# block 1

`src/rtl/student_tlul_sram_adapter.sv`:
```
// student_tlul_sram_adapter
// TL-UL device adapter in front of a single-port word SRAM with a one-cycle
// read latency. It accepts one request at a time, checks it for legality,
// issues at most one memory access per request and holds a single D-channel
// response until the host takes it.
//
// Ports
//   clk_i        clock
//   rst_i        asynchronous active-high reset
//   tl_i         A-channel request fields and d_ready from the mux device port
//   tl_o         a_ready and D-channel response fields to the mux device port
//   mem_req_o    memory access strobe, one cycle per access
//   mem_we_o     1 = write, 0 = read
//   mem_addr_o   word address
//   mem_wdata_o  write data
//   mem_be_o     byte enables (a_mask on writes, all ones on reads)
//   mem_rdata_i  read data, valid the cycle after a read strobe

package tlul_pkg;

  typedef struct packed {
    logic        a_valid;
    logic [2:0]  a_opcode;
    logic [2:0]  a_param;
    logic [1:0]  a_size;
    logic [7:0]  a_source;
    logic [31:0] a_address;
    logic [3:0]  a_mask;
    logic [31:0] a_data;
    logic        d_ready;
  } tl_h2d_t;

  typedef struct packed {
    logic        d_valid;
    logic [2:0]  d_opcode;
    logic [2:0]  d_param;
    logic [1:0]  d_size;
    logic [7:0]  d_source;
    logic        d_sink;
    logic [31:0] d_data;
    logic        d_error;
    logic        a_ready;
  } tl_d2h_t;

  localparam logic [2:0] PutFullData    = 3'd0;
  localparam logic [2:0] PutPartialData = 3'd1;
  localparam logic [2:0] Get            = 3'd4;
  localparam logic [2:0] AccessAck      = 3'd0;
  localparam logic [2:0] AccessAckData  = 3'd1;

endpackage

// state   | meaning
// IDLE    | ready for a request (a_ready high unless in reset)
// RD_WAIT | memory read issued, capturing read data this cycle
// RESP    | response presented on D, held until d_ready
module student_tlul_sram_adapter #(
  parameter int DEPTH       = 1024,
  parameter int ADDR_OFFSET = 20,
  localparam int AW         = $clog2(DEPTH)
) (
  input  logic               clk_i,
  input  logic               rst_i,
  input  tlul_pkg::tl_h2d_t  tl_i,
  output tlul_pkg::tl_d2h_t  tl_o,
  output logic               mem_req_o,
  output logic               mem_we_o,
  output logic [AW-1:0]      mem_addr_o,
  output logic [31:0]        mem_wdata_o,
  output logic [3:0]         mem_be_o,
  input  logic [31:0]        mem_rdata_i
);

  localparam logic [1:0] ST_IDLE    = 2'd0;
  localparam logic [1:0] ST_RD_WAIT = 2'd1;
  localparam logic [1:0] ST_RESP    = 2'd2;

  // Address bits inside the device window but above the memory must be zero.
  localparam logic [63:0] WIN_MASK = (64'd1 << ADDR_OFFSET) - 64'd1;
  localparam logic [63:0] MEM_MASK = (64'd1 << (AW + 2)) - 64'd1;
  localparam logic [31:0] HI_MASK  = 32'(WIN_MASK & ~MEM_MASK);

  logic [1:0]  r_state;
  logic [2:0]  r_d_opcode;
  logic        r_d_error;
  logic [31:0] r_d_data;
  logic [7:0]  r_d_source;
  logic [1:0]  r_d_size;

  logic w_is_get;
  logic w_is_put;
  logic w_legal;
  logic w_a_ready;
  logic w_accept;
  logic w_unused;

  assign w_unused = ^tl_i.a_param;

  always_comb begin
    w_is_get = (tl_i.a_opcode == tlul_pkg::Get);
    w_is_put = (tl_i.a_opcode == tlul_pkg::PutFullData) ||
               (tl_i.a_opcode == tlul_pkg::PutPartialData);
    w_legal  = (w_is_get || w_is_put) &&
               (tl_i.a_size == 2'd2) &&
               (tl_i.a_address[1:0] == 2'b00) &&
               ((tl_i.a_address & HI_MASK) == 32'd0) &&
               !((tl_i.a_opcode == tlul_pkg::PutFullData) && (tl_i.a_mask != 4'hF)) &&
               !((tl_i.a_opcode == tlul_pkg::PutPartialData) && (tl_i.a_mask == 4'h0));
    // a_ready is gated by rst_i directly so it drops the moment reset rises.
    w_a_ready = (r_state == ST_IDLE) && !rst_i;
    w_accept  = tl_i.a_valid && w_a_ready;
  end

  // Memory strobe is combinational in the accept cycle; illegal requests never reach memory.
  always_comb begin
    mem_req_o   = w_accept && w_legal;
    mem_we_o    = w_is_put;
    mem_addr_o  = tl_i.a_address[AW+1:2];
    mem_wdata_o = tl_i.a_data;
    mem_be_o    = w_is_put ? tl_i.a_mask : 4'hF;
  end

  always_ff @(posedge clk_i or posedge rst_i) begin
    if (rst_i) begin
      r_state    <= ST_IDLE;
      r_d_opcode <= 3'd0;
      r_d_error  <= 1'b0;
      r_d_data   <= 32'd0;
      r_d_source <= 8'd0;
      r_d_size   <= 2'd0;
    end else begin
      case (r_state)
        ST_IDLE: begin
          if (w_accept) begin
            r_d_source <= tl_i.a_source;
            r_d_size   <= tl_i.a_size;
            r_d_error  <= !w_legal;
            r_d_data   <= 32'd0;
            // Get always answers with data, even when it is rejected.
            r_d_opcode <= w_is_get ? tlul_pkg::AccessAckData : tlul_pkg::AccessAck;
            r_state    <= (w_legal && w_is_get) ? ST_RD_WAIT : ST_RESP;
          end
        end
        ST_RD_WAIT: begin
          r_d_data <= mem_rdata_i;
          r_state  <= ST_RESP;
        end
        ST_RESP: begin
          if (tl_i.d_ready) r_state <= ST_IDLE;
        end
        default: r_state <= ST_IDLE;
      endcase
    end
  end

  always_comb begin
    tl_o          = '0;
    tl_o.d_valid  = (r_state == ST_RESP);
    tl_o.d_opcode = r_d_opcode;
    tl_o.d_param  = 3'd0;
    tl_o.d_size   = r_d_size;
    tl_o.d_source = r_d_source;
    tl_o.d_sink   = 1'b0;
    tl_o.d_data   = r_d_data;
    tl_o.d_error  = r_d_error;
    tl_o.a_ready  = w_a_ready;
  end

endmodule

```
`config.mk`:
```
export PLATFORM = sky130hd
export DESIGN_NAME = student_tlul_sram_adapter
export DESIGN_NICKNAME = d
export VERILOG_FILES = /design/src/rtl/student_tlul_sram_adapter.sv
export SDC_FILE = /design/constraint.sdc
export NUM_CORES = 1
export LEC_CHECK = 0
export ABC_AREA = 0
export CAP_MARGIN = 20
export CORE_UTILIZATION = 28
export CTS_BUF_LIST = sky130_fd_sc_hd__clkbuf_8
export DETAILED_ROUTE_END_ITERATION = 8
export GPL_ROUTABILITY_DRIVEN = 0
export HOLD_SLACK_MARGIN = 0.15
export PLACE_DENSITY = 0.84
export SYNTH_ARGS = -nofsm -noshare
export SYNTH_HDL_FRONTEND = slang
export SYNTH_SLANG_ARGS = --single-unit
```
`constraint.sdc`:
```
create_clock -name clk_i -period 1.3 [get_ports clk_i]
set_input_delay 0.195 -clock clk_i [delete_from_list [all_inputs] [get_ports clk_i]]
set_output_delay 0.195 -clock clk_i [all_outputs]
set_load 0.02 [all_outputs]
```
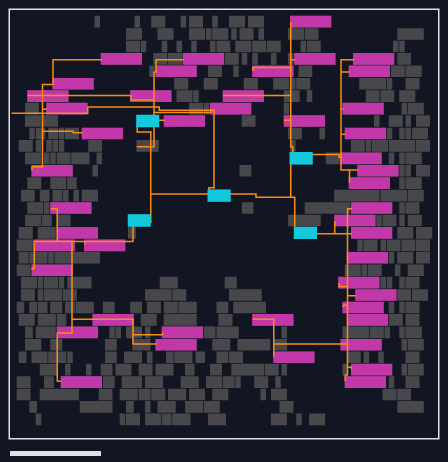
Fig. 1. Clock network drawn from the DEF (block 1).
Scale bar: 20 um.
legend:
  flip-flops:
    color: magenta
    count: 46
  clock wires:
    color: orange
    length: 567 um
  cells driving clock nets:
    color: cyan
    count: 5
routed clock nets: 6
flops lie: widely spread
worst setup skew after layout: 0.00769 ns
proportion of power drawn by the clock network: 0.276

==> results.rst <==
Flow metrics
------------

.. list-table::
   :header-rows: 1

   * - Metric
     - Value
   * - Global-route wire length before repair
     - approximately 11,000 um
   * - Number of rows created at floorplan
     - 33
   * - Half-perimeter wire length of the detailed placement result
     - 4270 um
   * - Final setup vio count
     - 48
   * - Startpoint of the most critical setup path
     - r_state[0]
   * - Failing checks
     - setup timing
   * - Proportion of netlist area held by the largest area contributor
     - 0.489
   * - Yosys synthesis chip area
     - around 0.0024 mm2
   * - Switching Fraction
     - 0.274
   * - Area occupied by multi-input gates
     - just over 0.001 mm2
   * - Average detailed-routed wire length per instance
     - 15.1 um
   * - Critical path destination
     - mem_req_o
   * - Combinational share of cell area
     - 0.267
   * - Outcome
     - complete, but fails checks
   * - Inverter count
     - 1
   * - Final-layout setup total negative slack
     - -3.56 ns
   * - Setup CP Type
     - reg -> out
   * - Core utilization at floorplan
     - 0.288
   * - FILL cells
     - about 800
   * - Switching Power
     - around 0.00087 W
   * - GRT met3 Usage
     - 0.0405
   * - Reg with most FFs
     - r_d_data
   * - Largest registers in the final layout
     - r_d_data: 32 flops, r_d_source: 8 flops
   * - Seq cells
     - 46
   * - Area used by sequential logic in the layout
     - roughly 0.0012 mm2
   * - Max-cap violations
     - 0
   * - Core area
     - about 0.008 mm2
   * - # nets final
     - roughly 480
   * - Worst path setup slack after routing
     - -0.281 ns
   * - Post-Syn Area
     - 0.00235 mm2
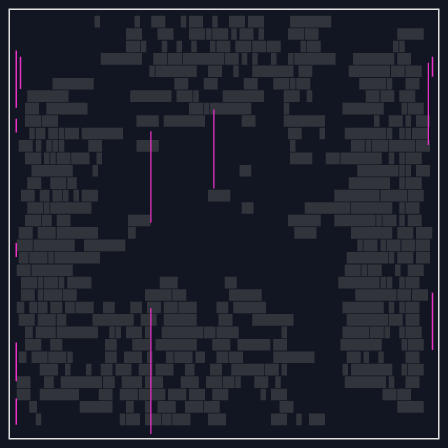
Fig. 2. The metal 4 layer (block 1).
Cells faint in the background.
nets with wire on the layer: 12
wire length on this layer: 136 um
via count of the routed design: 2,112
routed wire length: 7030 um

-- repair_timing --
item                                   CTS  global route
gates resized                          201            39
endpoints found under the hold margin    0             0
setup endpoints to repair               87            54
pin swaps                               40            25
gates cloned                             4             0
setup buffers                           12             2
-- power by group through the flow --
stage	clock (W)	sequential (W)	combinational (W)
after CTS	0.000927	0.00153	0.000743
after floorplan	0	0.00164	0.000389
final	0.000878	0.00154	0.000772
after global placement	0	0.00156	0.000652
after global routing	0.000980	0.00154	0.000823
after detailed placement	0	0.00156	0.000666

# block 2

Fig. 3: block 2, signal metal coverage by tile
20 x 20 tiles, from dark blue (low) to red (high), scaled to the fullest tile. Values are wire area over tile area, all layers added.
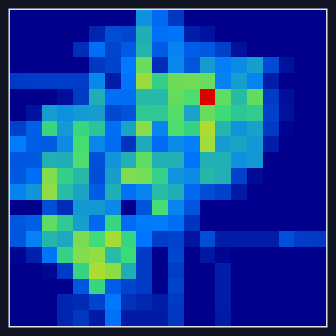
Fig. 4: block 2, clock wiring as the flow saved it
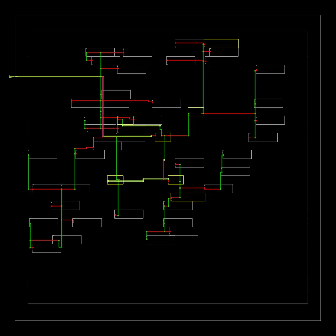
--- config.mk ---
export PLATFORM = sky130hd
export DESIGN_NAME = mlp_load_sequencer_flat
export DESIGN_NICKNAME = d
export VERILOG_FILES = /design/src/rtl/mlp_load_sequencer_if.sv /design/src/rtl/mlp_load_sequencer.sv /design/src/flat_wrapper.sv
export SDC_FILE = /design/constraint.sdc
export NUM_CORES = 1
export LEC_CHECK = 0
export ABC_AREA = 1
export CAP_MARGIN = 5
export CORE_MARGIN = 4
export CORE_UTILIZATION = 30
export DETAILED_ROUTE_END_ITERATION = 8
export SLEW_MARGIN = 20
export SYNTH_ARGS = -nofsm -noshare
export SYNTH_HDL_FRONTEND = slang
export SYNTH_SLANG_ARGS = --single-unit
export TNS_END_PERCENT = 100
--- constraint.sdc ---
create_clock -name CLOCK_50 -period 3.7 [get_ports CLOCK_50]
set_clock_uncertainty 0.2 [all_clocks]
set_input_delay 0.74 -clock CLOCK_50 [delete_from_list [all_inputs] [get_ports CLOCK_50]]
set_output_delay 0.74 -clock CLOCK_50 [all_outputs]
set_load 0.03 [all_outputs]
--- src/rtl/mlp_load_sequencer_if.sv ---
// mlp_load_sequencer_if: UART byte input, input-buffer write port and MLP start/done handshake.
interface mlp_load_sequencer_if #(
   parameter int ADDR_W = 4
);
   logic              i_rx_dv;
   logic [7:0]        i_rx_byte;
   logic              o_wr_en;
   logic [ADDR_W-1:0] o_wr_addr;
   logic [3:0]        o_wr_data;
   logic              o_start;
   logic              i_done;
   logic [3:0]        i_result;
   logic [3:0]        o_result;
   logic              o_result_valid;
   logic              o_timeout;
   logic              o_overrun;
   logic              o_bad_char;
   logic [ADDR_W-1:0] o_count;

   modport slave (
      input  i_rx_dv, i_rx_byte, i_done, i_result,
      output o_wr_en, o_wr_addr, o_wr_data, o_start, o_result, o_result_valid,
             o_timeout, o_overrun, o_bad_char, o_count
   );

   modport master (
      output i_rx_dv, i_rx_byte, i_done, i_result,
      input  o_wr_en, o_wr_addr, o_wr_data, o_start, o_result, o_result_valid,
             o_timeout, o_overrun, o_bad_char, o_count
   );
endinterface

--- src/rtl/mlp_load_sequencer.sv ---
// mlp_load_sequencer: loads hex-encoded UART features into the MLP input buffer, starts inference and captures its result.
module mlp_load_sequencer #(
   parameter int N_INPUTS    = 16,
   parameter int ADDR_W      = 4,
   parameter int TIMEOUT_CYC = 65535
) (
   input logic                 CLOCK_50,
   input logic                 KEY,
   mlp_load_sequencer_if.slave bus
);
   localparam int                TW        = $clog2(TIMEOUT_CYC + 1);
   localparam logic [ADDR_W-1:0] LAST_ADDR = ADDR_W'(N_INPUTS - 1);
   localparam logic [TW-1:0]     TMO_LAST  = TW'(TIMEOUT_CYC - 1);

   typedef enum logic [1:0] {LOAD, START, WAIT} state_t;

   state_t            r_state;
   logic [TW-1:0]     r_tmo;
   logic [ADDR_W-1:0] r_count;
   logic [ADDR_W-1:0] r_wr_addr;
   logic [3:0]        r_wr_data;
   logic [3:0]        r_result;
   logic              r_wr_en;
   logic              r_start;
   logic              r_valid;
   logic              r_timeout;
   logic              r_overrun;
   logic              r_bad;
   logic              w_hex;
   logic              w_esc;
   logic [3:0]        w_nib;

   // Classify the incoming byte: hex digit (either letter case), ESC abort, or bad.
   always_comb begin
      w_esc = bus.i_rx_byte == 8'h1B;
      w_hex = (bus.i_rx_byte >= 8'h30 && bus.i_rx_byte <= 8'h39) ||
              (bus.i_rx_byte >= 8'h41 && bus.i_rx_byte <= 8'h46) ||
              (bus.i_rx_byte >= 8'h61 && bus.i_rx_byte <= 8'h66);
      w_nib = (bus.i_rx_byte <= 8'h39) ? bus.i_rx_byte[3:0] : bus.i_rx_byte[3:0] + 4'd9;
   end

   // Sequencer: LOAD collects a frame, START fires the MLP, WAIT captures the result or times out.
   always_ff @(posedge CLOCK_50 or negedge KEY) begin
      if (!KEY) begin
         r_state   <= LOAD;
         r_tmo     <= '0;
         r_count   <= '0;
         r_wr_addr <= '0;
         r_wr_data <= '0;
         r_result  <= '0;
         r_wr_en   <= 1'b0;
         r_start   <= 1'b0;
         r_valid   <= 1'b0;
         r_timeout <= 1'b0;
         r_overrun <= 1'b0;
         r_bad     <= 1'b0;
      end else begin
         r_wr_en   <= 1'b0;
         r_start   <= 1'b0;
         r_overrun <= 1'b0;
         r_bad     <= 1'b0;
         case (r_state)
            LOAD: begin
               if (bus.i_rx_dv) begin
                  if (w_hex) begin
                     r_wr_en   <= 1'b1;
                     r_wr_addr <= r_count;
                     r_wr_data <= w_nib;
                     if (r_count == '0) begin
                        r_valid   <= 1'b0;
                        r_timeout <= 1'b0;
                     end
                     if (r_count == LAST_ADDR) begin
                        r_count <= '0;
                        r_state <= START;
                     end else begin
                        r_count <= r_count + 1'b1;
                     end
                  end else if (w_esc) begin
                     r_count <= '0;
                  end else begin
                     r_bad <= 1'b1;
                  end
               end
            end
            START: begin
               r_overrun <= bus.i_rx_dv;
               r_start   <= 1'b1;
               r_tmo     <= '0;
               r_state   <= WAIT;
            end
            WAIT: begin
               r_overrun <= bus.i_rx_dv;
               if (bus.i_done) begin
                  r_result <= bus.i_result;
                  r_valid  <= 1'b1;
                  r_state  <= LOAD;
               end else if (r_tmo == TMO_LAST) begin
                  r_timeout <= 1'b1;
                  r_state   <= LOAD;
               end else begin
                  r_tmo <= r_tmo + 1'b1;
               end
            end
            default: r_state <= LOAD;
         endcase
      end
   end

   assign bus.o_wr_en        = r_wr_en;
   assign bus.o_wr_addr      = r_wr_addr;
   assign bus.o_wr_data      = r_wr_data;
   assign bus.o_start        = r_start;
   assign bus.o_result       = r_result;
   assign bus.o_result_valid = r_valid;
   assign bus.o_timeout      = r_timeout;
   assign bus.o_overrun      = r_overrun;
   assign bus.o_bad_char     = r_bad;
   assign bus.o_count        = r_count;
endmodule

--- src/flat_wrapper.sv ---
// flat-port wrapper written by rule: the top's interface ports become plain ports
module mlp_load_sequencer_flat 
#(
   parameter int N_INPUTS    = 16,
   parameter int ADDR_W      = 4,
   parameter int TIMEOUT_CYC = 65535
)
  (CLOCK_50, KEY, bus_i_rx_dv, bus_i_rx_byte, bus_i_done, bus_i_result, bus_o_wr_en, bus_o_wr_addr, bus_o_wr_data, bus_o_start, bus_o_result, bus_o_result_valid, bus_o_timeout, bus_o_overrun, bus_o_bad_char, bus_o_count);
  mlp_load_sequencer_if #(.ADDR_W(ADDR_W)) bus_i ();
  input logic CLOCK_50;
  input logic KEY;
  input wire logic [$bits(bus_i.i_rx_dv)-1:0] bus_i_rx_dv;
  input wire logic [$bits(bus_i.i_rx_byte)-1:0] bus_i_rx_byte;
  input wire logic [$bits(bus_i.i_done)-1:0] bus_i_done;
  input wire logic [$bits(bus_i.i_result)-1:0] bus_i_result;
  output wire logic [$bits(bus_i.o_wr_en)-1:0] bus_o_wr_en;
  output wire logic [$bits(bus_i.o_wr_addr)-1:0] bus_o_wr_addr;
  output wire logic [$bits(bus_i.o_wr_data)-1:0] bus_o_wr_data;
  output wire logic [$bits(bus_i.o_start)-1:0] bus_o_start;
  output wire logic [$bits(bus_i.o_result)-1:0] bus_o_result;
  output wire logic [$bits(bus_i.o_result_valid)-1:0] bus_o_result_valid;
  output wire logic [$bits(bus_i.o_timeout)-1:0] bus_o_timeout;
  output wire logic [$bits(bus_i.o_overrun)-1:0] bus_o_overrun;
  output wire logic [$bits(bus_i.o_bad_char)-1:0] bus_o_bad_char;
  output wire logic [$bits(bus_i.o_count)-1:0] bus_o_count;
  assign bus_i.i_rx_dv = bus_i_rx_dv;
  assign bus_i.i_rx_byte = bus_i_rx_byte;
  assign bus_i.i_done = bus_i_done;
  assign bus_i.i_result = bus_i_result;
  assign bus_o_wr_en = bus_i.o_wr_en;
  assign bus_o_wr_addr = bus_i.o_wr_addr;
  assign bus_o_wr_data = bus_i.o_wr_data;
  assign bus_o_start = bus_i.o_start;
  assign bus_o_result = bus_i.o_result;
  assign bus_o_result_valid = bus_i.o_result_valid;
  assign bus_o_timeout = bus_i.o_timeout;
  assign bus_o_overrun = bus_i.o_overrun;
  assign bus_o_bad_char = bus_i.o_bad_char;
  assign bus_o_count = bus_i.o_count;
  mlp_load_sequencer #(.N_INPUTS(N_INPUTS), .ADDR_W(ADDR_W), .TIMEOUT_CYC(TIMEOUT_CYC)) u_core (.CLOCK_50(CLOCK_50), .KEY(KEY), .bus(bus_i));
endmodule
==> results.rst <==
Flow metrics
------------

.. list-table::
   :header-rows: 1

   * - Metric
     - Value
   * - Outcome
     - finished clean
   * - Router iterations before antenna repair
     - 4
   * - Sequential power
     - between 0.0005 and 0.0006 W
   * - Yosys cell count
     - 317
   * - Hold-fix buffer count after cts
     - 0
   * - Proportion of power drawn by the clock network
     - 0.348
   * - Combinational group share of total power
     - 0.228
   * - Classification of the worst-slack hold path
     - reg -> reg
   * - Arrival time of data at the critical path endpoint
     - ~2.5 ns
   * - Switching Power
     - ~0.00034 W
   * - Final antenna diode count
     - 0
   * - Combinational share of cell area
     - 0.422
   * - # nets final
     - slightly below 400
   * - Core area
     - ~0.0078 mm2
   * - Share of synthesized area occupied by flip-flops and latches
     - 0.416
   * - GRT met3 Usage
     - 0.0323
   * - Routed wire length
     - around 5200 um
   * - Via density per instance
     - roughly 4.4
   * - Post-CTS resize count
     - 0
   * - Deepest clock path buffer count
     - 2
   * - Logic Gate Count
     - around 250
   * - EDFF count, synth
     - 0
   * - Clk slew on worst S/H paths
     - ~0.080 ns
   * - Number of rows created at floorplan
     - 32
   * - Startpoint of the most critical setup path
     - bus_i_rx_byte[0]
   * - Clock insertion delay at the later pin of the skew report
     - 0.29 ns
   * - Clk tree area frac
     - 0.0432
   * - Busiest layer in global routing
     - met2
   * - Cells after Synth
     - between 300 and 400
   * - Share of flip-flops with an asynchronous set or reset after synthesis
     - 1.00
   * - Worst slack, placed
     - between 0.8 and 0.9 ns
   * - PortBufs
     - 37
   * - Final-layout setup total negative slack
     - 0 ns
   * - Half-perimeter wire length of the detailed placement result
     - roughly 3900 um
   * - Gate family responsible for the most delay along the worst path
     - buffers and inverters
Notes on Fig. 3 above:
emptiest ninth of the die: lower right
nearly empty tiles: 38%
fullest tile: 0.48
tiles over half the peak: 8.0%
densest ninth of the die: center
via count of the routed design: 2,025
average detailed-routed wire length per instance: 11.3 um

Notes on Fig. 4 above:
number of clock buffers in the layout: 5
Seq cells: 40
number of clock sinks seen by CTS: 40
total CTS buffers: 5

## kinds of logic (layout without fill, tap and decap cells)
group / count (synthesis) / in the layout / synth area share
adders and majority gates: 12 / 12 / 0.0624
buffers and inverters: 30 / 70 / 0.0604
muxes: 4 / 4 / 0.0187
and+or+nand+nor: 193 / 193 / 0.341
AOI/OAI and AO/OA: 29 / 29 / 0.0687
xor gates and xnor gates: 9 / 9 / 0.0328
DFF: 40 / 40 / 0.416

# block 3

===== src/rtl/vm_pkg.sv =====
// Shared types and constants for the 15c vending machine controller.
// The optional cancel/refund feature is enabled by defining VM_CANCEL_EN.
package vm_pkg;

  localparam int CREDIT_W = 5;

  localparam logic [CREDIT_W-1:0] PRICE   = 5'd15;
  localparam logic [CREDIT_W-1:0] COIN_5  = 5'd5;
  localparam logic [CREDIT_W-1:0] COIN_10 = 5'd10;
  localparam logic [CREDIT_W-1:0] CHANGE  = 5'd5;

  // Code 2'b11 is illegal unless it is taken by the refund state
  typedef enum logic [1:0] {
    S0  = 2'b00,
    S5  = 2'b01,
`ifdef VM_CANCEL_EN
    S10 = 2'b10,
    REFUND = 2'b11
`else
    S10 = 2'b10
`endif
  } state_t;

  function automatic logic [CREDIT_W-1:0] credit_of(input state_t st);
    case (st)
      S5:      credit_of = COIN_5;
      S10:     credit_of = COIN_10;
      default: credit_of = '0;
    endcase
  endfunction

  function automatic state_t state_of(input logic [CREDIT_W-1:0] credit);
    case (credit)
      COIN_5:  state_of = S5;
      COIN_10: state_of = S10;
      default: state_of = S0;
    endcase
  endfunction

endpackage


===== src/rtl/vm_credit_calc.sv =====
// Combinational next-state and output decode for the vending machine.
// With VM_CANCEL_EN defined, also decodes cancel into refund pulses.
module vm_credit_calc
  import vm_pkg::*;
(
  input  state_t state,
  input  logic   coin_5,
  input  logic   coin_10,
`ifdef VM_CANCEL_EN
  input  logic   cancel,
  output logic   refund_nxt,
`endif
  output state_t next_state,
  output logic   dispense_nxt,
  output logic   change_nxt
);

  logic [CREDIT_W-1:0] added;
  logic [CREDIT_W-1:0] total;
  logic                legal;

  always_comb begin
    added = (coin_5 ? COIN_5 : '0) + (coin_10 ? COIN_10 : '0);
    legal = (state == S0) || (state == S5) || (state == S10);
    total = credit_of(state) + added;
  end

  always_comb begin
    next_state   = S0;
    dispense_nxt = 1'b0;
    change_nxt   = 1'b0;
`ifdef VM_CANCEL_EN
    refund_nxt   = 1'b0;
    if (state == REFUND) begin
      // Second refund coin; coins are ignored while it is paid out
      refund_nxt = 1'b1;
    end else if (cancel && !coin_5 && !coin_10) begin
      if (state == S5) begin
        refund_nxt = 1'b1;
      end else if (state == S10) begin
        next_state = REFUND;
        refund_nxt = 1'b1;
      end
    end else
`endif
    if (legal) begin
      if (total < PRICE) begin
        next_state = state_of(total);
      end else if (total == PRICE) begin
        dispense_nxt = 1'b1;
      end else begin
        // Only one change coin is returned; any excess stays as credit
        dispense_nxt = 1'b1;
        change_nxt   = 1'b1;
        next_state   = state_of(total - PRICE - CHANGE);
      end
    end
  end

endmodule


===== src/rtl/vending_machine.sv =====
// 15c single-product vending machine: state and registered output pulses.
// Define VM_CANCEL_EN to add the cancel input and refund_5 output.
module vending_machine
  import vm_pkg::*;
(
  input  logic clk,
  input  logic reset,
  input  logic coin_5,
  input  logic coin_10,
`ifdef VM_CANCEL_EN
  input  logic cancel,
  output logic refund_5,
`endif
  output logic dispense,
  output logic change_5
);

  state_t state;
  state_t next_state;
  logic   dispense_nxt;
  logic   change_nxt;
`ifdef VM_CANCEL_EN
  logic   refund_nxt;
`endif

  vm_credit_calc u_calc (
    .state        (state),
    .coin_5       (coin_5),
    .coin_10      (coin_10),
`ifdef VM_CANCEL_EN
    .cancel       (cancel),
    .refund_nxt   (refund_nxt),
`endif
    .next_state   (next_state),
    .dispense_nxt (dispense_nxt),
    .change_nxt   (change_nxt)
  );

  always_ff @(posedge clk or negedge reset) begin
    if (!reset) begin
      state    <= S0;
      dispense <= 1'b0;
      change_5 <= 1'b0;
`ifdef VM_CANCEL_EN
      refund_5 <= 1'b0;
`endif
    end else begin
      state    <= next_state;
      dispense <= dispense_nxt;
      change_5 <= change_nxt;
`ifdef VM_CANCEL_EN
      refund_5 <= refund_nxt;
`endif
    end
  end

endmodule


===== config.mk =====
export PLATFORM = sky130hd
export DESIGN_NAME = vending_machine
export DESIGN_NICKNAME = d
export VERILOG_FILES = /design/src/rtl/vm_pkg.sv /design/src/rtl/vm_credit_calc.sv /design/src/rtl/vending_machine.sv
export SDC_FILE = /design/constraint.sdc
export NUM_CORES = 1
export LEC_CHECK = 0
export CAP_MARGIN = 20
export CORE_AREA = 2 2 39 41
export CTS_BUF_LIST = sky130_fd_sc_hd__clkbuf_16
export CTS_CLUSTER_DIAMETER = 150
export DETAILED_ROUTE_END_ITERATION = 7
export DIE_AREA = 0 0 41 43
export MAX_ROUTING_LAYER = met4
export PLACE_DENSITY_LB_ADDON = 0.25
export SLEW_MARGIN = 20
export SYNTH_ARGS = -nofsm -noshare
export SYNTH_HDL_FRONTEND = slang
export SYNTH_SLANG_ARGS = --single-unit

===== constraint.sdc =====
create_clock -name clk -period 2 [get_ports clk]
set_input_delay 0.4 -clock clk [delete_from_list [all_inputs] [get_ports clk]]
set_output_delay 0.4 -clock clk [all_outputs]
set_load 0.1 [all_outputs]

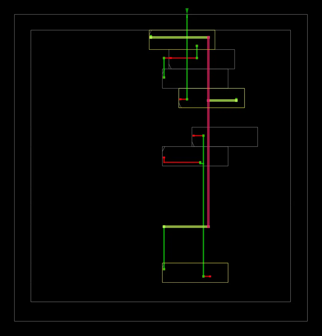
Fig. 5. Clock wiring as the flow saved it (block 3).
number of clock buffers in the layout: 3
worst setup skew after layout: 0.00391 ns

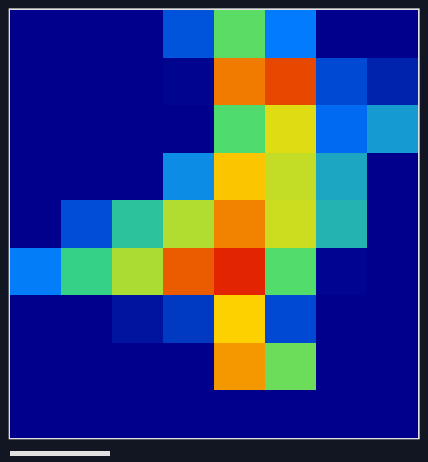
Fig. 6. Local utilization (block 3).
Scale bar: 10 um. 8 x 9 tiles, from dark blue (low) to red (high), 0 to 100% covered.
mean over tiles: 23%
nearly empty tiles: 54%
emptiest ninth of the die: upper left
core utilization at floorplan: 0.196
share of the core filled with cells: 0.303
core area: 0.00138 mm2

[worst max-delay path by stage]
stage / startpoint / end / slack, ns / cells after the start
after floorplan: state[1] / state[1] / 0.39 / 5
after global placement: coin_5 / state[1] / 0.02 / 5
after global routing: coin_5 / state[1] / 0.11 / 5
final: coin_5 / state[1] / 0.24 / 5
after detailed placement: coin_5 / state[1] / 0.003 / 5
after CTS: coin_5 / state[1] / 0.24 / 5
[sequential cells by signal (all words and copies together) (netlist names)]
name / cells
state: 2
dispense: 1
change_5: 1
==> results.rst <==
Flow metrics
------------

.. list-table::
   :header-rows: 1

   * - Metric
     - Value
   * - Number of clock sinks seen by CTS
     - 4
   * - Outcome
     - finished clean
   * - Gr ovfl total
     - 0
   * - Reg power frac
     - 0.166
   * - Share of the final layout cell area in sequential cells
     - 0.239
   * - Residual DRC count
     - 0
   * - Setup CP Type
     - in -> reg
   * - Cell type contributing the most total cell area after synthesis
     - sky130_fd_sc_hd__dfrtp_1
   * - Via density per instance
     - slightly above 4
   * - Most instantiated logic cell after routing
     - sky130_fd_sc_hd__dfrtp_1
   * - Post-CTS resize count
     - 0
   * - Clock H-tree levels
     - 1
   * - Proportion of netlist area held by the largest area contributor
     - 0.369
   * - TritonCTS clock tree
     - done
   * - Ys flop type
     - sky130_fd_sc_hd__dfrtp_1
   * - Worst-Margin Slew
     - ~0.29 ns
   * - Buf/Inv on CP
     - 2
   * - Largest family of logic cells by area
     - simple AND/OR/NAND/NOR gates
   * - Last weighted congestion value of the routability-driven placer
     - roughly 0.70
   * - Global-route wire length before repair
     - between 700 and 800 um
   * - Hold-fix buffer count after cts
     - 0
   * - Largest net degree at the start of global routing
     - 5
   * - Clk tree area frac
     - 0.179
   * - Buffer count from post-CTS setup fixing
     - 0
   * - Yosys cell count
     - 24
   * - Initial antenna violation count
     - 0
   * - Met3 routed wirelength
     - about 37 um
   * - Die Y
     - around 43 um
   * - Die ar.
     - between 0.0015 and 0.002 mm2
   * - Worst path setup slack after routing
     - about 0.24 ns
   * - Reg-to-reg endpoint
     - state[1]

# block 4

Fig. 7: block 4, clock network drawn from the DEF
Scale bar: 20 um.
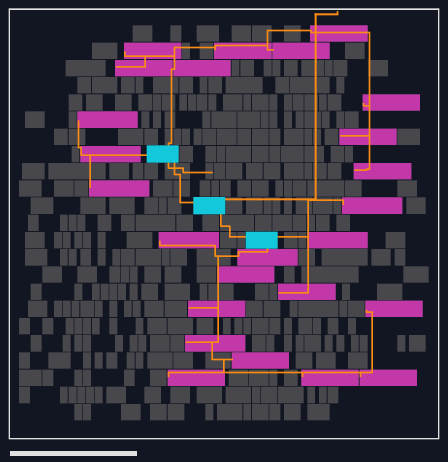
Fig. 8: block 4, cell classes on the final placement
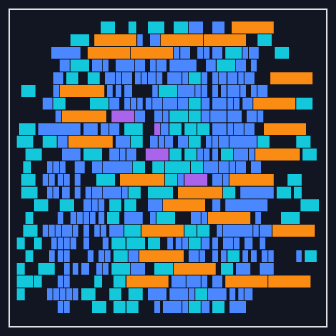
===== src/rtl/pipeline_hazard_ctrl_pkg.sv =====
// ----------------------------------------------------------------------------
// pipe_pkg
// Shared definitions for the pipeline hazard controller and the pipeline
// registers it drives: controller state encoding, the per-register control
// bundle {we, empty} and its three legal settings.
// ----------------------------------------------------------------------------
package pipe_pkg;

  // Architectural register index width (x0..x31)
  localparam int unsigned REG_ADDR_W = 5;

  typedef enum logic [1:0] {
    ST_RUN      = 2'd0,
    ST_MEM_WAIT = 2'd1,
    ST_ERROR    = 2'd2
  } state_e;

  // Control bundle seen by every pipeline register:
  //   we=1 empty=1 -> clear (bubble), we=1 empty=0 -> load, we=0 -> hold
  typedef struct packed {
    logic we;
    logic empty;
  } reg_ctrl_t;

  localparam reg_ctrl_t CTRL_LOAD   = '{we: 1'b1, empty: 1'b0};
  localparam reg_ctrl_t CTRL_HOLD   = '{we: 1'b0, empty: 1'b0};
  localparam reg_ctrl_t CTRL_BUBBLE = '{we: 1'b1, empty: 1'b1};

  // True when the EX destination matches an ID source that is actually read
  function automatic logic src_match(input logic                  use_src,
                                     input logic [REG_ADDR_W-1:0] src,
                                     input logic [REG_ADDR_W-1:0] dst);
    return use_src & (src == dst);
  endfunction

endpackage


===== src/rtl/pipeline_hazard_ctrl_hazard_detect.sv =====
// ----------------------------------------------------------------------------
// hazard_detect
// Pure combinational load-use detector. Flags when the instruction in ID
// reads a register that the load currently in EX is about to write.
// x0 is never a hazard because it is hard-wired to zero.
// Ports:
//   id_rs1/id_rs2         : ID source registers
//   id_use_rs1/id_use_rs2 : ID instruction actually reads that source
//   ex_rd, ex_mem_read    : EX destination and "EX is a load"
//   load_use              : stall request for one cycle
// ----------------------------------------------------------------------------
module hazard_detect
  import pipe_pkg::*;
(
  input  logic [REG_ADDR_W-1:0] id_rs1,
  input  logic [REG_ADDR_W-1:0] id_rs2,
  input  logic                  id_use_rs1,
  input  logic                  id_use_rs2,
  input  logic [REG_ADDR_W-1:0] ex_rd,
  input  logic                  ex_mem_read,
  output logic                  load_use
);

  // Load in EX targeting a non-zero register that ID consumes
  always_comb begin
    load_use = 1'b0;
    if (ex_mem_read && (ex_rd != {REG_ADDR_W{1'b0}})) begin
      load_use = src_match(id_use_rs1, id_rs1, ex_rd) |
                 src_match(id_use_rs2, id_rs2, ex_rd);
    end else begin
      load_use = 1'b0;
    end
  end

endmodule


===== src/rtl/pipeline_hazard_ctrl.sv =====
// ----------------------------------------------------------------------------
// pipeline_hazard_ctrl
// Central stall/flush controller for the 5-stage pipeline. Drives write
// enable / clear for the PC and the IF/ID, ID/EX, EX/MEM, MEM/WB registers.
// Priority: memory wait > taken branch > load-use > normal flow.
// A watchdog freezes the pipeline (ERROR, terminal until reset) when a data
// memory access stays outstanding for too long.
// Ports:
//   clk, rst (async, active-low)
//   id_*, ex_*         : hazard inputs from ID / EX
//   mem_req, mem_ready : data-memory handshake of the MEM stage
//   *_we, *_empty      : register controls (Mealy, zero latency)
//   mem_timeout        : sticky watchdog error
//   stall_cnt          : saturating count of cycles with pc_we=0
// ----------------------------------------------------------------------------
module pipeline_hazard_ctrl
  import pipe_pkg::*;
#(
  parameter int unsigned MAX_WAIT = 64,
  parameter int unsigned CNT_W    = 16
) (
  input  logic                  clk,
  input  logic                  rst,
  input  logic [REG_ADDR_W-1:0] id_rs1,
  input  logic [REG_ADDR_W-1:0] id_rs2,
  input  logic                  id_use_rs1,
  input  logic                  id_use_rs2,
  input  logic [REG_ADDR_W-1:0] ex_rd,
  input  logic                  ex_mem_read,
  input  logic                  ex_branch_taken,
  input  logic                  mem_req,
  input  logic                  mem_ready,
  output logic                  pc_we,
  output logic                  ifid_we,
  output logic                  ifid_empty,
  output logic                  idex_we,
  output logic                  idex_empty,
  output logic                  exmem_we,
  output logic                  exmem_empty,
  output logic                  memwb_we,
  output logic                  memwb_empty,
  output logic                  mem_timeout,
  output logic [CNT_W-1:0]      stall_cnt
);

  localparam int unsigned     WAIT_W    = (MAX_WAIT > 1) ? $clog2(MAX_WAIT) : 1;
  localparam logic [WAIT_W-1:0] WAIT_LAST = WAIT_W'(MAX_WAIT - 1);
  localparam logic [WAIT_W-1:0] WAIT_ONE  = WAIT_W'(1);
  localparam logic [CNT_W-1:0]  CNT_ONE   = CNT_W'(1);

  state_e             state_q, state_d;
  logic [WAIT_W-1:0]  wait_cnt_q, wait_cnt_d;
  logic [CNT_W-1:0]   stall_cnt_q, stall_cnt_d;
  logic               mem_timeout_q, mem_timeout_d;

  logic               load_use;
  logic               mem_stall;
  reg_ctrl_t          ifid_c, idex_c, exmem_c, memwb_c;

  assign mem_stall = mem_req & ~mem_ready;

  hazard_detect u_hazard_detect (
    .id_rs1      (id_rs1),
    .id_rs2      (id_rs2),
    .id_use_rs1  (id_use_rs1),
    .id_use_rs2  (id_use_rs2),
    .ex_rd       (ex_rd),
    .ex_mem_read (ex_mem_read),
    .load_use    (load_use)
  );

  // State and counter registers
  always_ff @(posedge clk or negedge rst) begin
    if (!rst) begin
      state_q       <= ST_RUN;
      wait_cnt_q    <= {WAIT_W{1'b0}};
      stall_cnt_q   <= {CNT_W{1'b0}};
      mem_timeout_q <= 1'b0;
    end else begin
      state_q       <= state_d;
      wait_cnt_q    <= wait_cnt_d;
      stall_cnt_q   <= stall_cnt_d;
      mem_timeout_q <= mem_timeout_d;
    end
  end

  // Next-state logic and memory-wait watchdog
  always_comb begin
    state_d    = state_q;
    wait_cnt_d = wait_cnt_q;
    case (state_q)
      ST_RUN: begin
        wait_cnt_d = {WAIT_W{1'b0}};
        if (mem_stall) begin
          state_d = ST_MEM_WAIT;
        end else begin
          state_d = ST_RUN;
        end
      end
      ST_MEM_WAIT: begin
        // Counter stops at its last value so it can never wrap
        if (wait_cnt_q == WAIT_LAST) begin
          wait_cnt_d = wait_cnt_q;
        end else begin
          wait_cnt_d = wait_cnt_q + WAIT_ONE;
        end
        if (!mem_stall) begin
          state_d = ST_RUN;
        end else if (wait_cnt_q == WAIT_LAST) begin
          state_d = ST_ERROR;
        end else begin
          state_d = ST_MEM_WAIT;
        end
      end
      ST_ERROR: begin
        state_d = ST_ERROR;
      end
      default: begin
        // Unreachable encoding: fail safe into the frozen state
        state_d = ST_ERROR;
      end
    endcase
  end

  // Priority mux for register controls (Mealy on current state + inputs)
  always_comb begin
    pc_we   = 1'b1;
    ifid_c  = CTRL_LOAD;
    idex_c  = CTRL_LOAD;
    exmem_c = CTRL_LOAD;
    memwb_c = CTRL_LOAD;
    case (state_q)
      ST_RUN, ST_MEM_WAIT: begin
        if (mem_stall) begin
          // Freeze everything upstream of MEM; WB sees a bubble
          pc_we   = 1'b0;
          ifid_c  = CTRL_HOLD;
          idex_c  = CTRL_HOLD;
          exmem_c = CTRL_HOLD;
          memwb_c = CTRL_BUBBLE;
        end else if (ex_branch_taken) begin
          // Squash the two wrong-path instructions; load-use is moot
          ifid_c  = CTRL_BUBBLE;
          idex_c  = CTRL_BUBBLE;
        end else if (load_use) begin
          pc_we   = 1'b0;
          ifid_c  = CTRL_HOLD;
          idex_c  = CTRL_BUBBLE;
        end else begin
          pc_we   = 1'b1;
          ifid_c  = CTRL_LOAD;
        end
      end
      ST_ERROR: begin
        pc_we   = 1'b0;
        ifid_c  = CTRL_HOLD;
        idex_c  = CTRL_HOLD;
        exmem_c = CTRL_HOLD;
        memwb_c = CTRL_HOLD;
      end
      default: begin
        pc_we   = 1'b0;
        ifid_c  = CTRL_HOLD;
        idex_c  = CTRL_HOLD;
        exmem_c = CTRL_HOLD;
        memwb_c = CTRL_HOLD;
      end
    endcase
  end

  // Saturating stall counter and sticky timeout flag
  always_comb begin
    if (!pc_we && (stall_cnt_q != {CNT_W{1'b1}})) begin
      stall_cnt_d = stall_cnt_q + CNT_ONE;
    end else begin
      stall_cnt_d = stall_cnt_q;
    end
    mem_timeout_d = mem_timeout_q | (state_d == ST_ERROR);
  end

  assign ifid_we     = ifid_c.we;
  assign ifid_empty  = ifid_c.empty;
  assign idex_we     = idex_c.we;
  assign idex_empty  = idex_c.empty;
  assign exmem_we    = exmem_c.we;
  assign exmem_empty = exmem_c.empty;
  assign memwb_we    = memwb_c.we;
  assign memwb_empty = memwb_c.empty;
  assign mem_timeout = mem_timeout_q;
  assign stall_cnt   = stall_cnt_q;

endmodule


===== config.mk =====
export PLATFORM = sky130hd
export DESIGN_NAME = pipeline_hazard_ctrl
export DESIGN_NICKNAME = d
export VERILOG_FILES = /design/src/rtl/pipeline_hazard_ctrl_pkg.sv /design/src/rtl/pipeline_hazard_ctrl_hazard_detect.sv /design/src/rtl/pipeline_hazard_ctrl.sv
export SDC_FILE = /design/constraint.sdc
export NUM_CORES = 1
export LEC_CHECK = 0
export ABC_AREA = 1
export CORE_UTILIZATION = 40
export DETAILED_ROUTE_END_ITERATION = 10
export GPL_TIMING_DRIVEN = 0
export PLACE_DENSITY = 0.72
export SYNTH_ARGS = -nofsm -noshare
export SYNTH_HDL_FRONTEND = slang
export SYNTH_SLANG_ARGS = --single-unit

===== constraint.sdc =====
create_clock -name clk -period 1.4 [get_ports clk]
set_input_delay 0.28 -clock clk [delete_from_list [all_inputs] [get_ports clk]]
set_output_delay 0.28 -clock clk [all_outputs]
set_load 0.02 [all_outputs]

==> results.rst <==
Flow metrics
------------

.. list-table::
   :header-rows: 1

   * - Metric
     - Value
   * - Post-layout min period
     - between 1.5 and 2 ns
   * - Pwr/cell area
     - 787 mW/mm2
   * - Die ar.
     - 0.00458 mm2
   * - Launch instance of the worst register-to-register path
     - stall_cnt[4]
   * - Deepest clock path buffer count
     - 2
   * - CP max stage delay
     - about 0.44 ns
   * - Initial antenna violation count
     - 0
   * - Final hold violation count
     - 0
   * - Worst slack, placed
     - -1.38 ns
   * - Buffer count from post-CTS setup fixing
     - 26
   * - Largest register FFs
     - 16
   * - Buf/Inv on CP
     - 5
   * - Yosys synthesis chip area
     - 0.00172 mm2
   * - Post-route met1 wirelength
     - approximately 2300 um
   * - Met3 routed wirelength
     - about 330 um
   * - Last weighted congestion value of the routability-driven placer
     - about 0.9
   * - Worst path setup slack after routing
     - -0.317 ns
   * - Share of synthesized area spent on multiplexers
     - 0
   * - R2r setup slk
     - -0.27 ns
   * - GRT Resource Usage Total
     - 0.236
   * - Master cell of the clock root buffer
     - sky130_fd_sc_hd__clkbuf_8
   * - TritonCTS clock tree
     - done
   * - Yosys Warn Count
     - 0
   * - Number of primary I/O pins
     - just under 50
   * - Clk slew on worst S/H paths
     - 0.09 ns
   * - Classification of the worst-slack hold path
     - in -> async
   * - Failing checks
     - setup timing
   * - Commonest cells in the netlist
     - 92 x sky130_fd_sc_hd__nand2_1, 37 x sky130_fd_sc_hd__inv_1, 25 x sky130_fd_sc_hd__dfrtp_1, 25 x sky130_fd_sc_hd__nor2_1, 19 x sky130_fd_sc_hd__nand4_1
   * - Max layer used
     - met4
   * - Arrival time of data at the critical path endpoint
     - ~1.4 ns
   * - Post-Syn Area
     - between 0.0015 and 0.002 mm2
   * - Relative slew slack
     - 0.234
   * - Post-CTS resize count
     - 123
   * - Unrepaired setup endpoints after global routing
     - yes
   * - Die Width
     - 67.7 um
   * - Cells after Synth
     - between 200 and 300
   * - Setup CP Type
     - reg -> out
   * - Outcome
     - complete, but fails checks
   * - Final setup vio count
     - 25
   * - Mean area per synthesized cell
     - around 6.7 um2
   * - Worst-case vdd ir drop
     - 0.863 mV
   * - Count of non-filler cells in the finished layout
     - about 400
Notes on Fig. 7 above:
legend:
  cells driving clock nets:
    color: cyan
    count: 3
  clock wires:
    color: orange
    length: 346 um
  flip-flops:
    color: magenta
    count: 25
routed clock nets: 4
clock insertion delay at the later pin of the skew report: 0.27 ns
proportion of power drawn by the clock network: 0.198
worst setup skew after layout: 0.00268 ns

Notes on Fig. 8 above:
legend:
  flip-flops:
    color: orange
    cells: 25
    share_of_their_area: 23%
  all other logic:
    color: blue
    cells: 226
    share_of_their_area: 46%
  other buffers and delay cells:
    color: cyan
    cells: 95
    share_of_their_area: 29%
  clock drivers and dummy loads:
    color: purple
    cells: 4
    share_of_their_area: 1.6%
Design Area, Final: 0.00283 mm2
number of rows created at floorplan: 23
share of the core filled with cells: 0.698
share of the final layout cell area in sequential cells: 0.225
core area: 0.00406 mm2

==> cell type report <==
| type | count | area (um2) |
|---|---|---|
| fillers | 326 | 1230 |
| plain buffers | 7 | 78.8 |
| inverters | 39 | 155 |
| repair buffers | 88 | 727 |
| flip-flops and latches | 25 | 636 |
| well taps | 50 | 62.6 |
| clock buffers | 4 | 45.0 |
| multi-input cells | 187 | 1130 |
==> power breakdown <==
group	switching (W)	internal (W)
Clock	0.000236	0.000204
Sequential	0.000143	0.000808
Combinational	0.000419	0.000416
Total	0.000798	0.00143

# block 5

===== src/rtl/gpu_instruction_queue_decoder.sv =====
// Buffered GPU instruction decoder. It tracks the XY1, XY2 and colour shadow
// registers from the APB command stream and packs each draw opcode into a
// packet. Packets wait in a DEPTH-entry FIFO until the raster engine pops them.
//
// Handshake: a packet moves downstream on every rising edge where valid_o and
// ready_i are both high. valid_o stays high while the FIFO holds data. It never
// depends on ready_i. While valid_o && !ready_i the head fields hold stable.
// When the FIFO is empty, the head fields keep showing the last popped packet.
module gpu_instruction_queue_decoder #(
  parameter int WIDTH_BITS   = 10,
  parameter int HEIGHT_BITS  = 10,
  parameter int CHANNEL_BITS = 8,
  parameter int DEPTH        = 4
) (
  input  logic                      clk,
  input  logic                      rst,
  input  logic [3:0]                opcode_i,
  input  logic [24:0]               parameters_i,
  input  logic                      command_i,
  input  logic                      clr_err_i,
  output logic [WIDTH_BITS-1:0]     x1_o,
  output logic [HEIGHT_BITS-1:0]    y1_o,
  output logic [WIDTH_BITS-1:0]     x2_o,
  output logic [HEIGHT_BITS-1:0]    y2_o,
  output logic [WIDTH_BITS-1:0]     rad_o,
  output logic [CHANNEL_BITS-1:0]   r_o,
  output logic [CHANNEL_BITS-1:0]   g_o,
  output logic [CHANNEL_BITS-1:0]   b_o,
  output logic [1:0]                shape_o,
  output logic                      valid_o,
  input  logic                      ready_i,
  output logic                      busy_o,
  output logic [$clog2(DEPTH):0]    count_o,
  output logic                      overflow_o,
  output logic                      illegal_o
);

  localparam int W  = WIDTH_BITS;
  localparam int H  = HEIGHT_BITS;
  localparam int C  = CHANNEL_BITS;
  localparam int AW = $clog2(DEPTH);
  localparam int CW = AW + 1;
  localparam logic [CW-1:0] FULL_COUNT = CW'(DEPTH);

  localparam logic [3:0] OP_SET_XY1     = 4'd1;
  localparam logic [3:0] OP_SET_XY2     = 4'd2;
  localparam logic [3:0] OP_SET_COLOR   = 4'd3;
  localparam logic [3:0] OP_DRAW_LINE   = 4'd4;
  localparam logic [3:0] OP_DRAW_CIRCLE = 4'd5;
  localparam logic [3:0] OP_FILL_RECT   = 4'd6;

  localparam logic [1:0] SHAPE_LINE   = 2'b00;
  localparam logic [1:0] SHAPE_CIRCLE = 2'b01;
  localparam logic [1:0] SHAPE_RECT   = 2'b10;

  if (W + H > 25) begin : g_bad_xy
    $error("WIDTH_BITS + HEIGHT_BITS must not exceed 25");
  end
  if (3 * C > 25) begin : g_bad_colour
    $error("3 * CHANNEL_BITS must not exceed 25");
  end
  if (DEPTH < 2 || (DEPTH & (DEPTH - 1)) != 0) begin : g_bad_depth
    $error("DEPTH must be a power of two and at least 2");
  end

  typedef struct packed {
    logic [1:0]   shape;
    logic [W-1:0] x1;
    logic [H-1:0] y1;
    logic [W-1:0] x2;
    logic [H-1:0] y2;
    logic [W-1:0] rad;
    logic [C-1:0] r;
    logic [C-1:0] g;
    logic [C-1:0] b;
  } pkt_t;

  // Shadow registers
  logic [W-1:0] x1_q, x2_q;
  logic [H-1:0] y1_q, y2_q;
  logic [C-1:0] r_q, g_q, b_q;

  // FIFO state
  pkt_t          mem_q [DEPTH];
  pkt_t          last_q;
  logic [AW-1:0] wr_ptr_q, rd_ptr_q;
  logic [CW-1:0] count_q, count_d;
  logic          busy_q;
  logic          overflow_q, illegal_q;

  // Decoded fields of the current payload
  logic [W-1:0] p_x, p_rad;
  logic [H-1:0] p_y;
  logic [C-1:0] p_r, p_g, p_b;
  logic         unused_payload;

  assign p_x   = parameters_i[W+H-1:H];
  assign p_y   = parameters_i[H-1:0];
  assign p_rad = parameters_i[W-1:0];
  assign p_r   = parameters_i[3*C-1:2*C];
  assign p_g   = parameters_i[2*C-1:C];
  assign p_b   = parameters_i[C-1:0];
  assign unused_payload = ^parameters_i;

  logic   is_draw, is_illegal, load_colour, do_push, do_pop, fifo_full;
  pkt_t   new_pkt;

  assign is_draw     = command_i && (opcode_i == OP_DRAW_LINE ||
                                     opcode_i == OP_DRAW_CIRCLE ||
                                     opcode_i == OP_FILL_RECT);
  assign is_illegal  = command_i && (opcode_i > OP_FILL_RECT);
  assign load_colour = command_i && (opcode_i == OP_SET_COLOR ||
                                     opcode_i == OP_DRAW_LINE ||
                                     opcode_i == OP_FILL_RECT);
  assign fifo_full   = (count_q == FULL_COUNT);
  assign do_pop      = (count_q != '0) && ready_i;
  // A full FIFO can still accept a push when the same edge frees a slot.
  assign do_push     = is_draw && (!fifo_full || do_pop);

  // Build the packet from the shadow values as they stood before this edge
  always_comb begin
    new_pkt       = '0;
    new_pkt.x1    = x1_q;
    new_pkt.y1    = y1_q;
    new_pkt.x2    = x2_q;
    new_pkt.y2    = y2_q;
    new_pkt.shape = SHAPE_LINE;
    new_pkt.r     = p_r;
    new_pkt.g     = p_g;
    new_pkt.b     = p_b;
    if (opcode_i == OP_DRAW_CIRCLE) begin
      new_pkt.shape = SHAPE_CIRCLE;
      new_pkt.rad   = p_rad;
      new_pkt.r     = r_q;
      new_pkt.g     = g_q;
      new_pkt.b     = b_q;
    end else if (opcode_i == OP_FILL_RECT) begin
      new_pkt.shape = SHAPE_RECT;
    end
  end

  // Next occupancy from the push/pop pair
  always_comb begin
    count_d = count_q;
    case ({do_push, do_pop})
      2'b10:   count_d = count_q + 1'b1;
      2'b01:   count_d = count_q - 1'b1;
      default: count_d = count_q;
    endcase
  end

  // Shadow register updates
  always_ff @(posedge clk or posedge rst) begin
    if (rst) begin
      x1_q <= '0; y1_q <= '0; x2_q <= '0; y2_q <= '0;
      r_q  <= '0; g_q  <= '0; b_q  <= '0;
    end else begin
      if (command_i && opcode_i == OP_SET_XY1) begin
        x1_q <= p_x;
        y1_q <= p_y;
      end
      if (command_i && opcode_i == OP_SET_XY2) begin
        x2_q <= p_x;
        y2_q <= p_y;
      end
      if (load_colour) begin
        r_q <= p_r;
        g_q <= p_g;
        b_q <= p_b;
      end
    end
  end

  // FIFO storage, pointers, occupancy and the last-popped copy
  always_ff @(posedge clk or posedge rst) begin
    if (rst) begin
      for (int i = 0; i < DEPTH; i++) mem_q[i] <= '0;
      last_q   <= '0;
      wr_ptr_q <= '0;
      rd_ptr_q <= '0;
      count_q  <= '0;
      busy_q   <= 1'b0;
    end else begin
      if (do_push) begin
        mem_q[wr_ptr_q] <= new_pkt;
        wr_ptr_q        <= wr_ptr_q + 1'b1;
      end
      if (do_pop) begin
        last_q   <= mem_q[rd_ptr_q];
        rd_ptr_q <= rd_ptr_q + 1'b1;
      end
      count_q <= count_d;
      busy_q  <= (count_d == FULL_COUNT);
    end
  end

  // Sticky error flags; a new event wins over a clear on the same edge
  always_ff @(posedge clk or posedge rst) begin
    if (rst) begin
      overflow_q <= 1'b0;
      illegal_q  <= 1'b0;
    end else begin
      if (is_draw && !do_push) overflow_q <= 1'b1;
      else if (clr_err_i)      overflow_q <= 1'b0;
      if (is_illegal)          illegal_q  <= 1'b1;
      else if (clr_err_i)      illegal_q  <= 1'b0;
    end
  end

  pkt_t head;
  assign head = (count_q != '0) ? mem_q[rd_ptr_q] : last_q;

  assign x1_o       = head.x1;
  assign y1_o       = head.y1;
  assign x2_o       = head.x2;
  assign y2_o       = head.y2;
  assign rad_o      = head.rad;
  assign r_o        = head.r;
  assign g_o        = head.g;
  assign b_o        = head.b;
  assign shape_o    = head.shape;
  assign valid_o    = (count_q != '0);
  assign busy_o     = busy_q;
  assign count_o    = count_q;
  assign overflow_o = overflow_q;
  assign illegal_o  = illegal_q;

endmodule


===== config.mk =====
export PLATFORM = sky130hd
export DESIGN_NAME = gpu_instruction_queue_decoder
export DESIGN_NICKNAME = d
export VERILOG_FILES = /design/src/rtl/gpu_instruction_queue_decoder.sv
export SDC_FILE = /design/constraint.sdc
export NUM_CORES = 1
export LEC_CHECK = 0
export ABC_AREA = 1
export ABC_CLOCK_PERIOD_IN_PS = 17000
export CORE_MARGIN = 2
export CORE_UTILIZATION = 40
export CTS_CLUSTER_SIZE = 16
export DETAILED_ROUTE_END_ITERATION = 10
export HOLD_SLACK_MARGIN = 0.12
export PLACE_DENSITY = 0.58
export SLEW_MARGIN = 20
export SYNTH_ARGS = -nofsm -noshare
export SYNTH_HDL_FRONTEND = slang
export SYNTH_SLANG_ARGS = --single-unit

===== constraint.sdc =====
create_clock -name clk -period 17 [get_ports clk]
set_clock_uncertainty 0.2 [all_clocks]
set_input_delay 3.4 -clock clk [delete_from_list [all_inputs] [get_ports clk]]
set_output_delay 3.4 -clock clk [all_outputs]
set_load 0.005 [all_outputs]

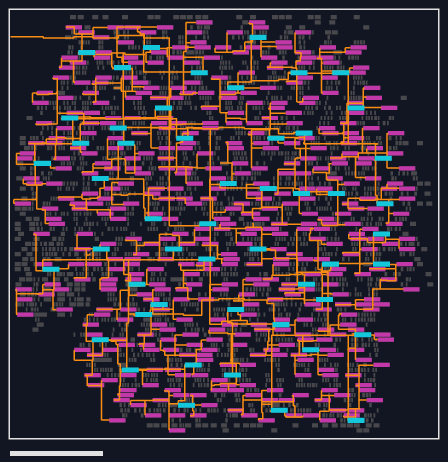
Fig. 9. Clock network drawn from the DEF (block 5).
Scale bar: 50 um.
legend:
  clock wires:
    color: orange
    length: 5,890 um
  cells driving clock nets:
    color: cyan
    count: 51
  flip-flops:
    color: magenta
    count: 454
routed clock nets: 52
reported clock group power: 0.00109 W
proportion of power drawn by the clock network: 0.254
clock insertion delay at the later pin of the skew report: 0.58 ns

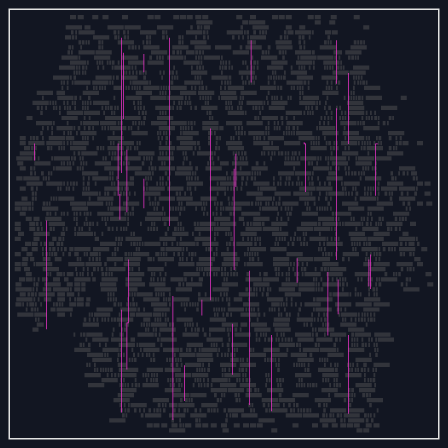
Fig. 10. The metal 4 layer (block 5).
Cells faint in the background.
share of all routed wire: 2.1%
longest straight run: 101 um
nets with wire on the layer: 20
main direction: vertical
via count of the routed design: 17,358
routed wire length: 59,000 um

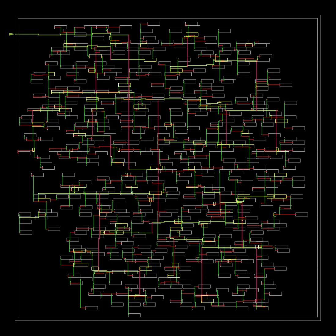
Fig. 11. Clock wiring as the flow saved it (block 5).
number of clock buffers in the layout: 85
number of clock sinks seen by CTS: 454
total CTS buffers: 51

==> results.rst <==
Flow metrics
------------

.. list-table::
   :header-rows: 1

   * - Metric
     - Value
   * - Outcome
     - finished clean
   * - Average detailed-routed wire length per instance
     - roughly 17 um
   * - Initial antenna violation count
     - 0
   * - Global-route track usage on met1
     - 0.310
   * - CP cell instances
     - inv_4 -> buf_4 -> nand2_1 -> nand3_1 -> nand2_1 -> o21ai_0 -> clkdlybuf4s50_1
   * - Post-layout min period
     - 8.05 ns
   * - Largest net degree at the start of global routing
     - 184
   * - Main area contributors after synthesis
     - sky130_fd_sc_hd__dfrtp_1 55%, sky130_fd_sc_hd__nand2_1 29%, sky130_fd_sc_hd__o21ai_0 4.8%
   * - Worst-Margin Slew
     - approximately 1.2 ns
   * - Via density per instance
     - 5.03
   * - EDFF count, synth
     - 0
   * - DRC violation total after the first TritonRoute iteration
     - approximately 1,600
   * - Half-perimeter wire length of the detailed placement result
     - approximately 31,000 um
   * - Fin. max-slew vios
     - 0
   * - Deepest clock path buffer count
     - 3
   * - Core area
     - 0.0511 mm2
   * - Yosys top cell by instances
     - sky130_fd_sc_hd__nand2_1
==> report_power, final <==
group / total (W) / internal (W) / leakage (nW) / switching [W]
Combinational: 0.00147 / 0.000611 / 5.33 / 0.000860
Sequential: 0.00173 / 0.00147 / 5.95 / 0.000264
Clock: 0.00109 / 0.000656 / 0.833 / 0.000434
==> layout make-up <==
class                      count  area share
sequential                   454       0.479
timing repair buffer         137      0.0563
clock inverter                 7     0.00269
multi-input combinational   2039       0.350
clock buffer                  85      0.0680
inverter                      48     0.00812
tap                          680      0.0358


==> gallery <==
Signal metal coverage by tile.
image #1
23 x 23 tiles, from dark blue (low) to red (high), scaled to the fullest tile. Values are wire area over tile area, all layers added.
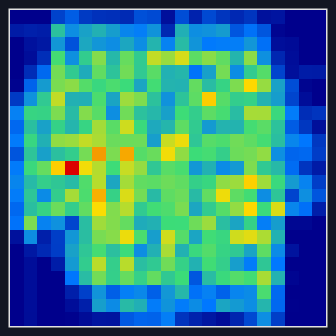
image #2
19 x 19 tiles, from dark blue (low) to red (high), scaled to the fullest tile. Values are wire area over tile area, all layers added.
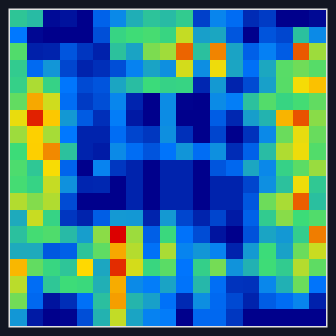
image #3
14 x 14 tiles, from dark blue (low) to red (high), scaled to the fullest tile. Values are wire area over tile area, all layers added.
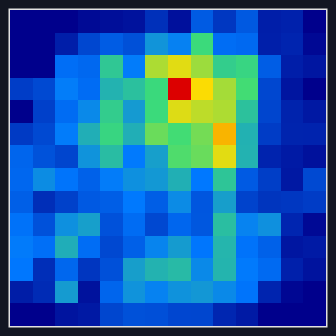
image #4
8 x 9 tiles, from dark blue (low) to red (high), scaled to the fullest tile. Values are wire area over tile area, all layers added.
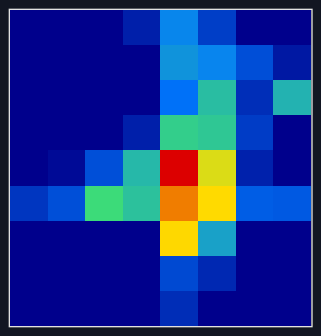
- image #3 = block 4
- image #1 = block 5
- image #2 = block 1
- image #4 = block 3

No activity file was given, so power comes from the tool's default toggle rates.
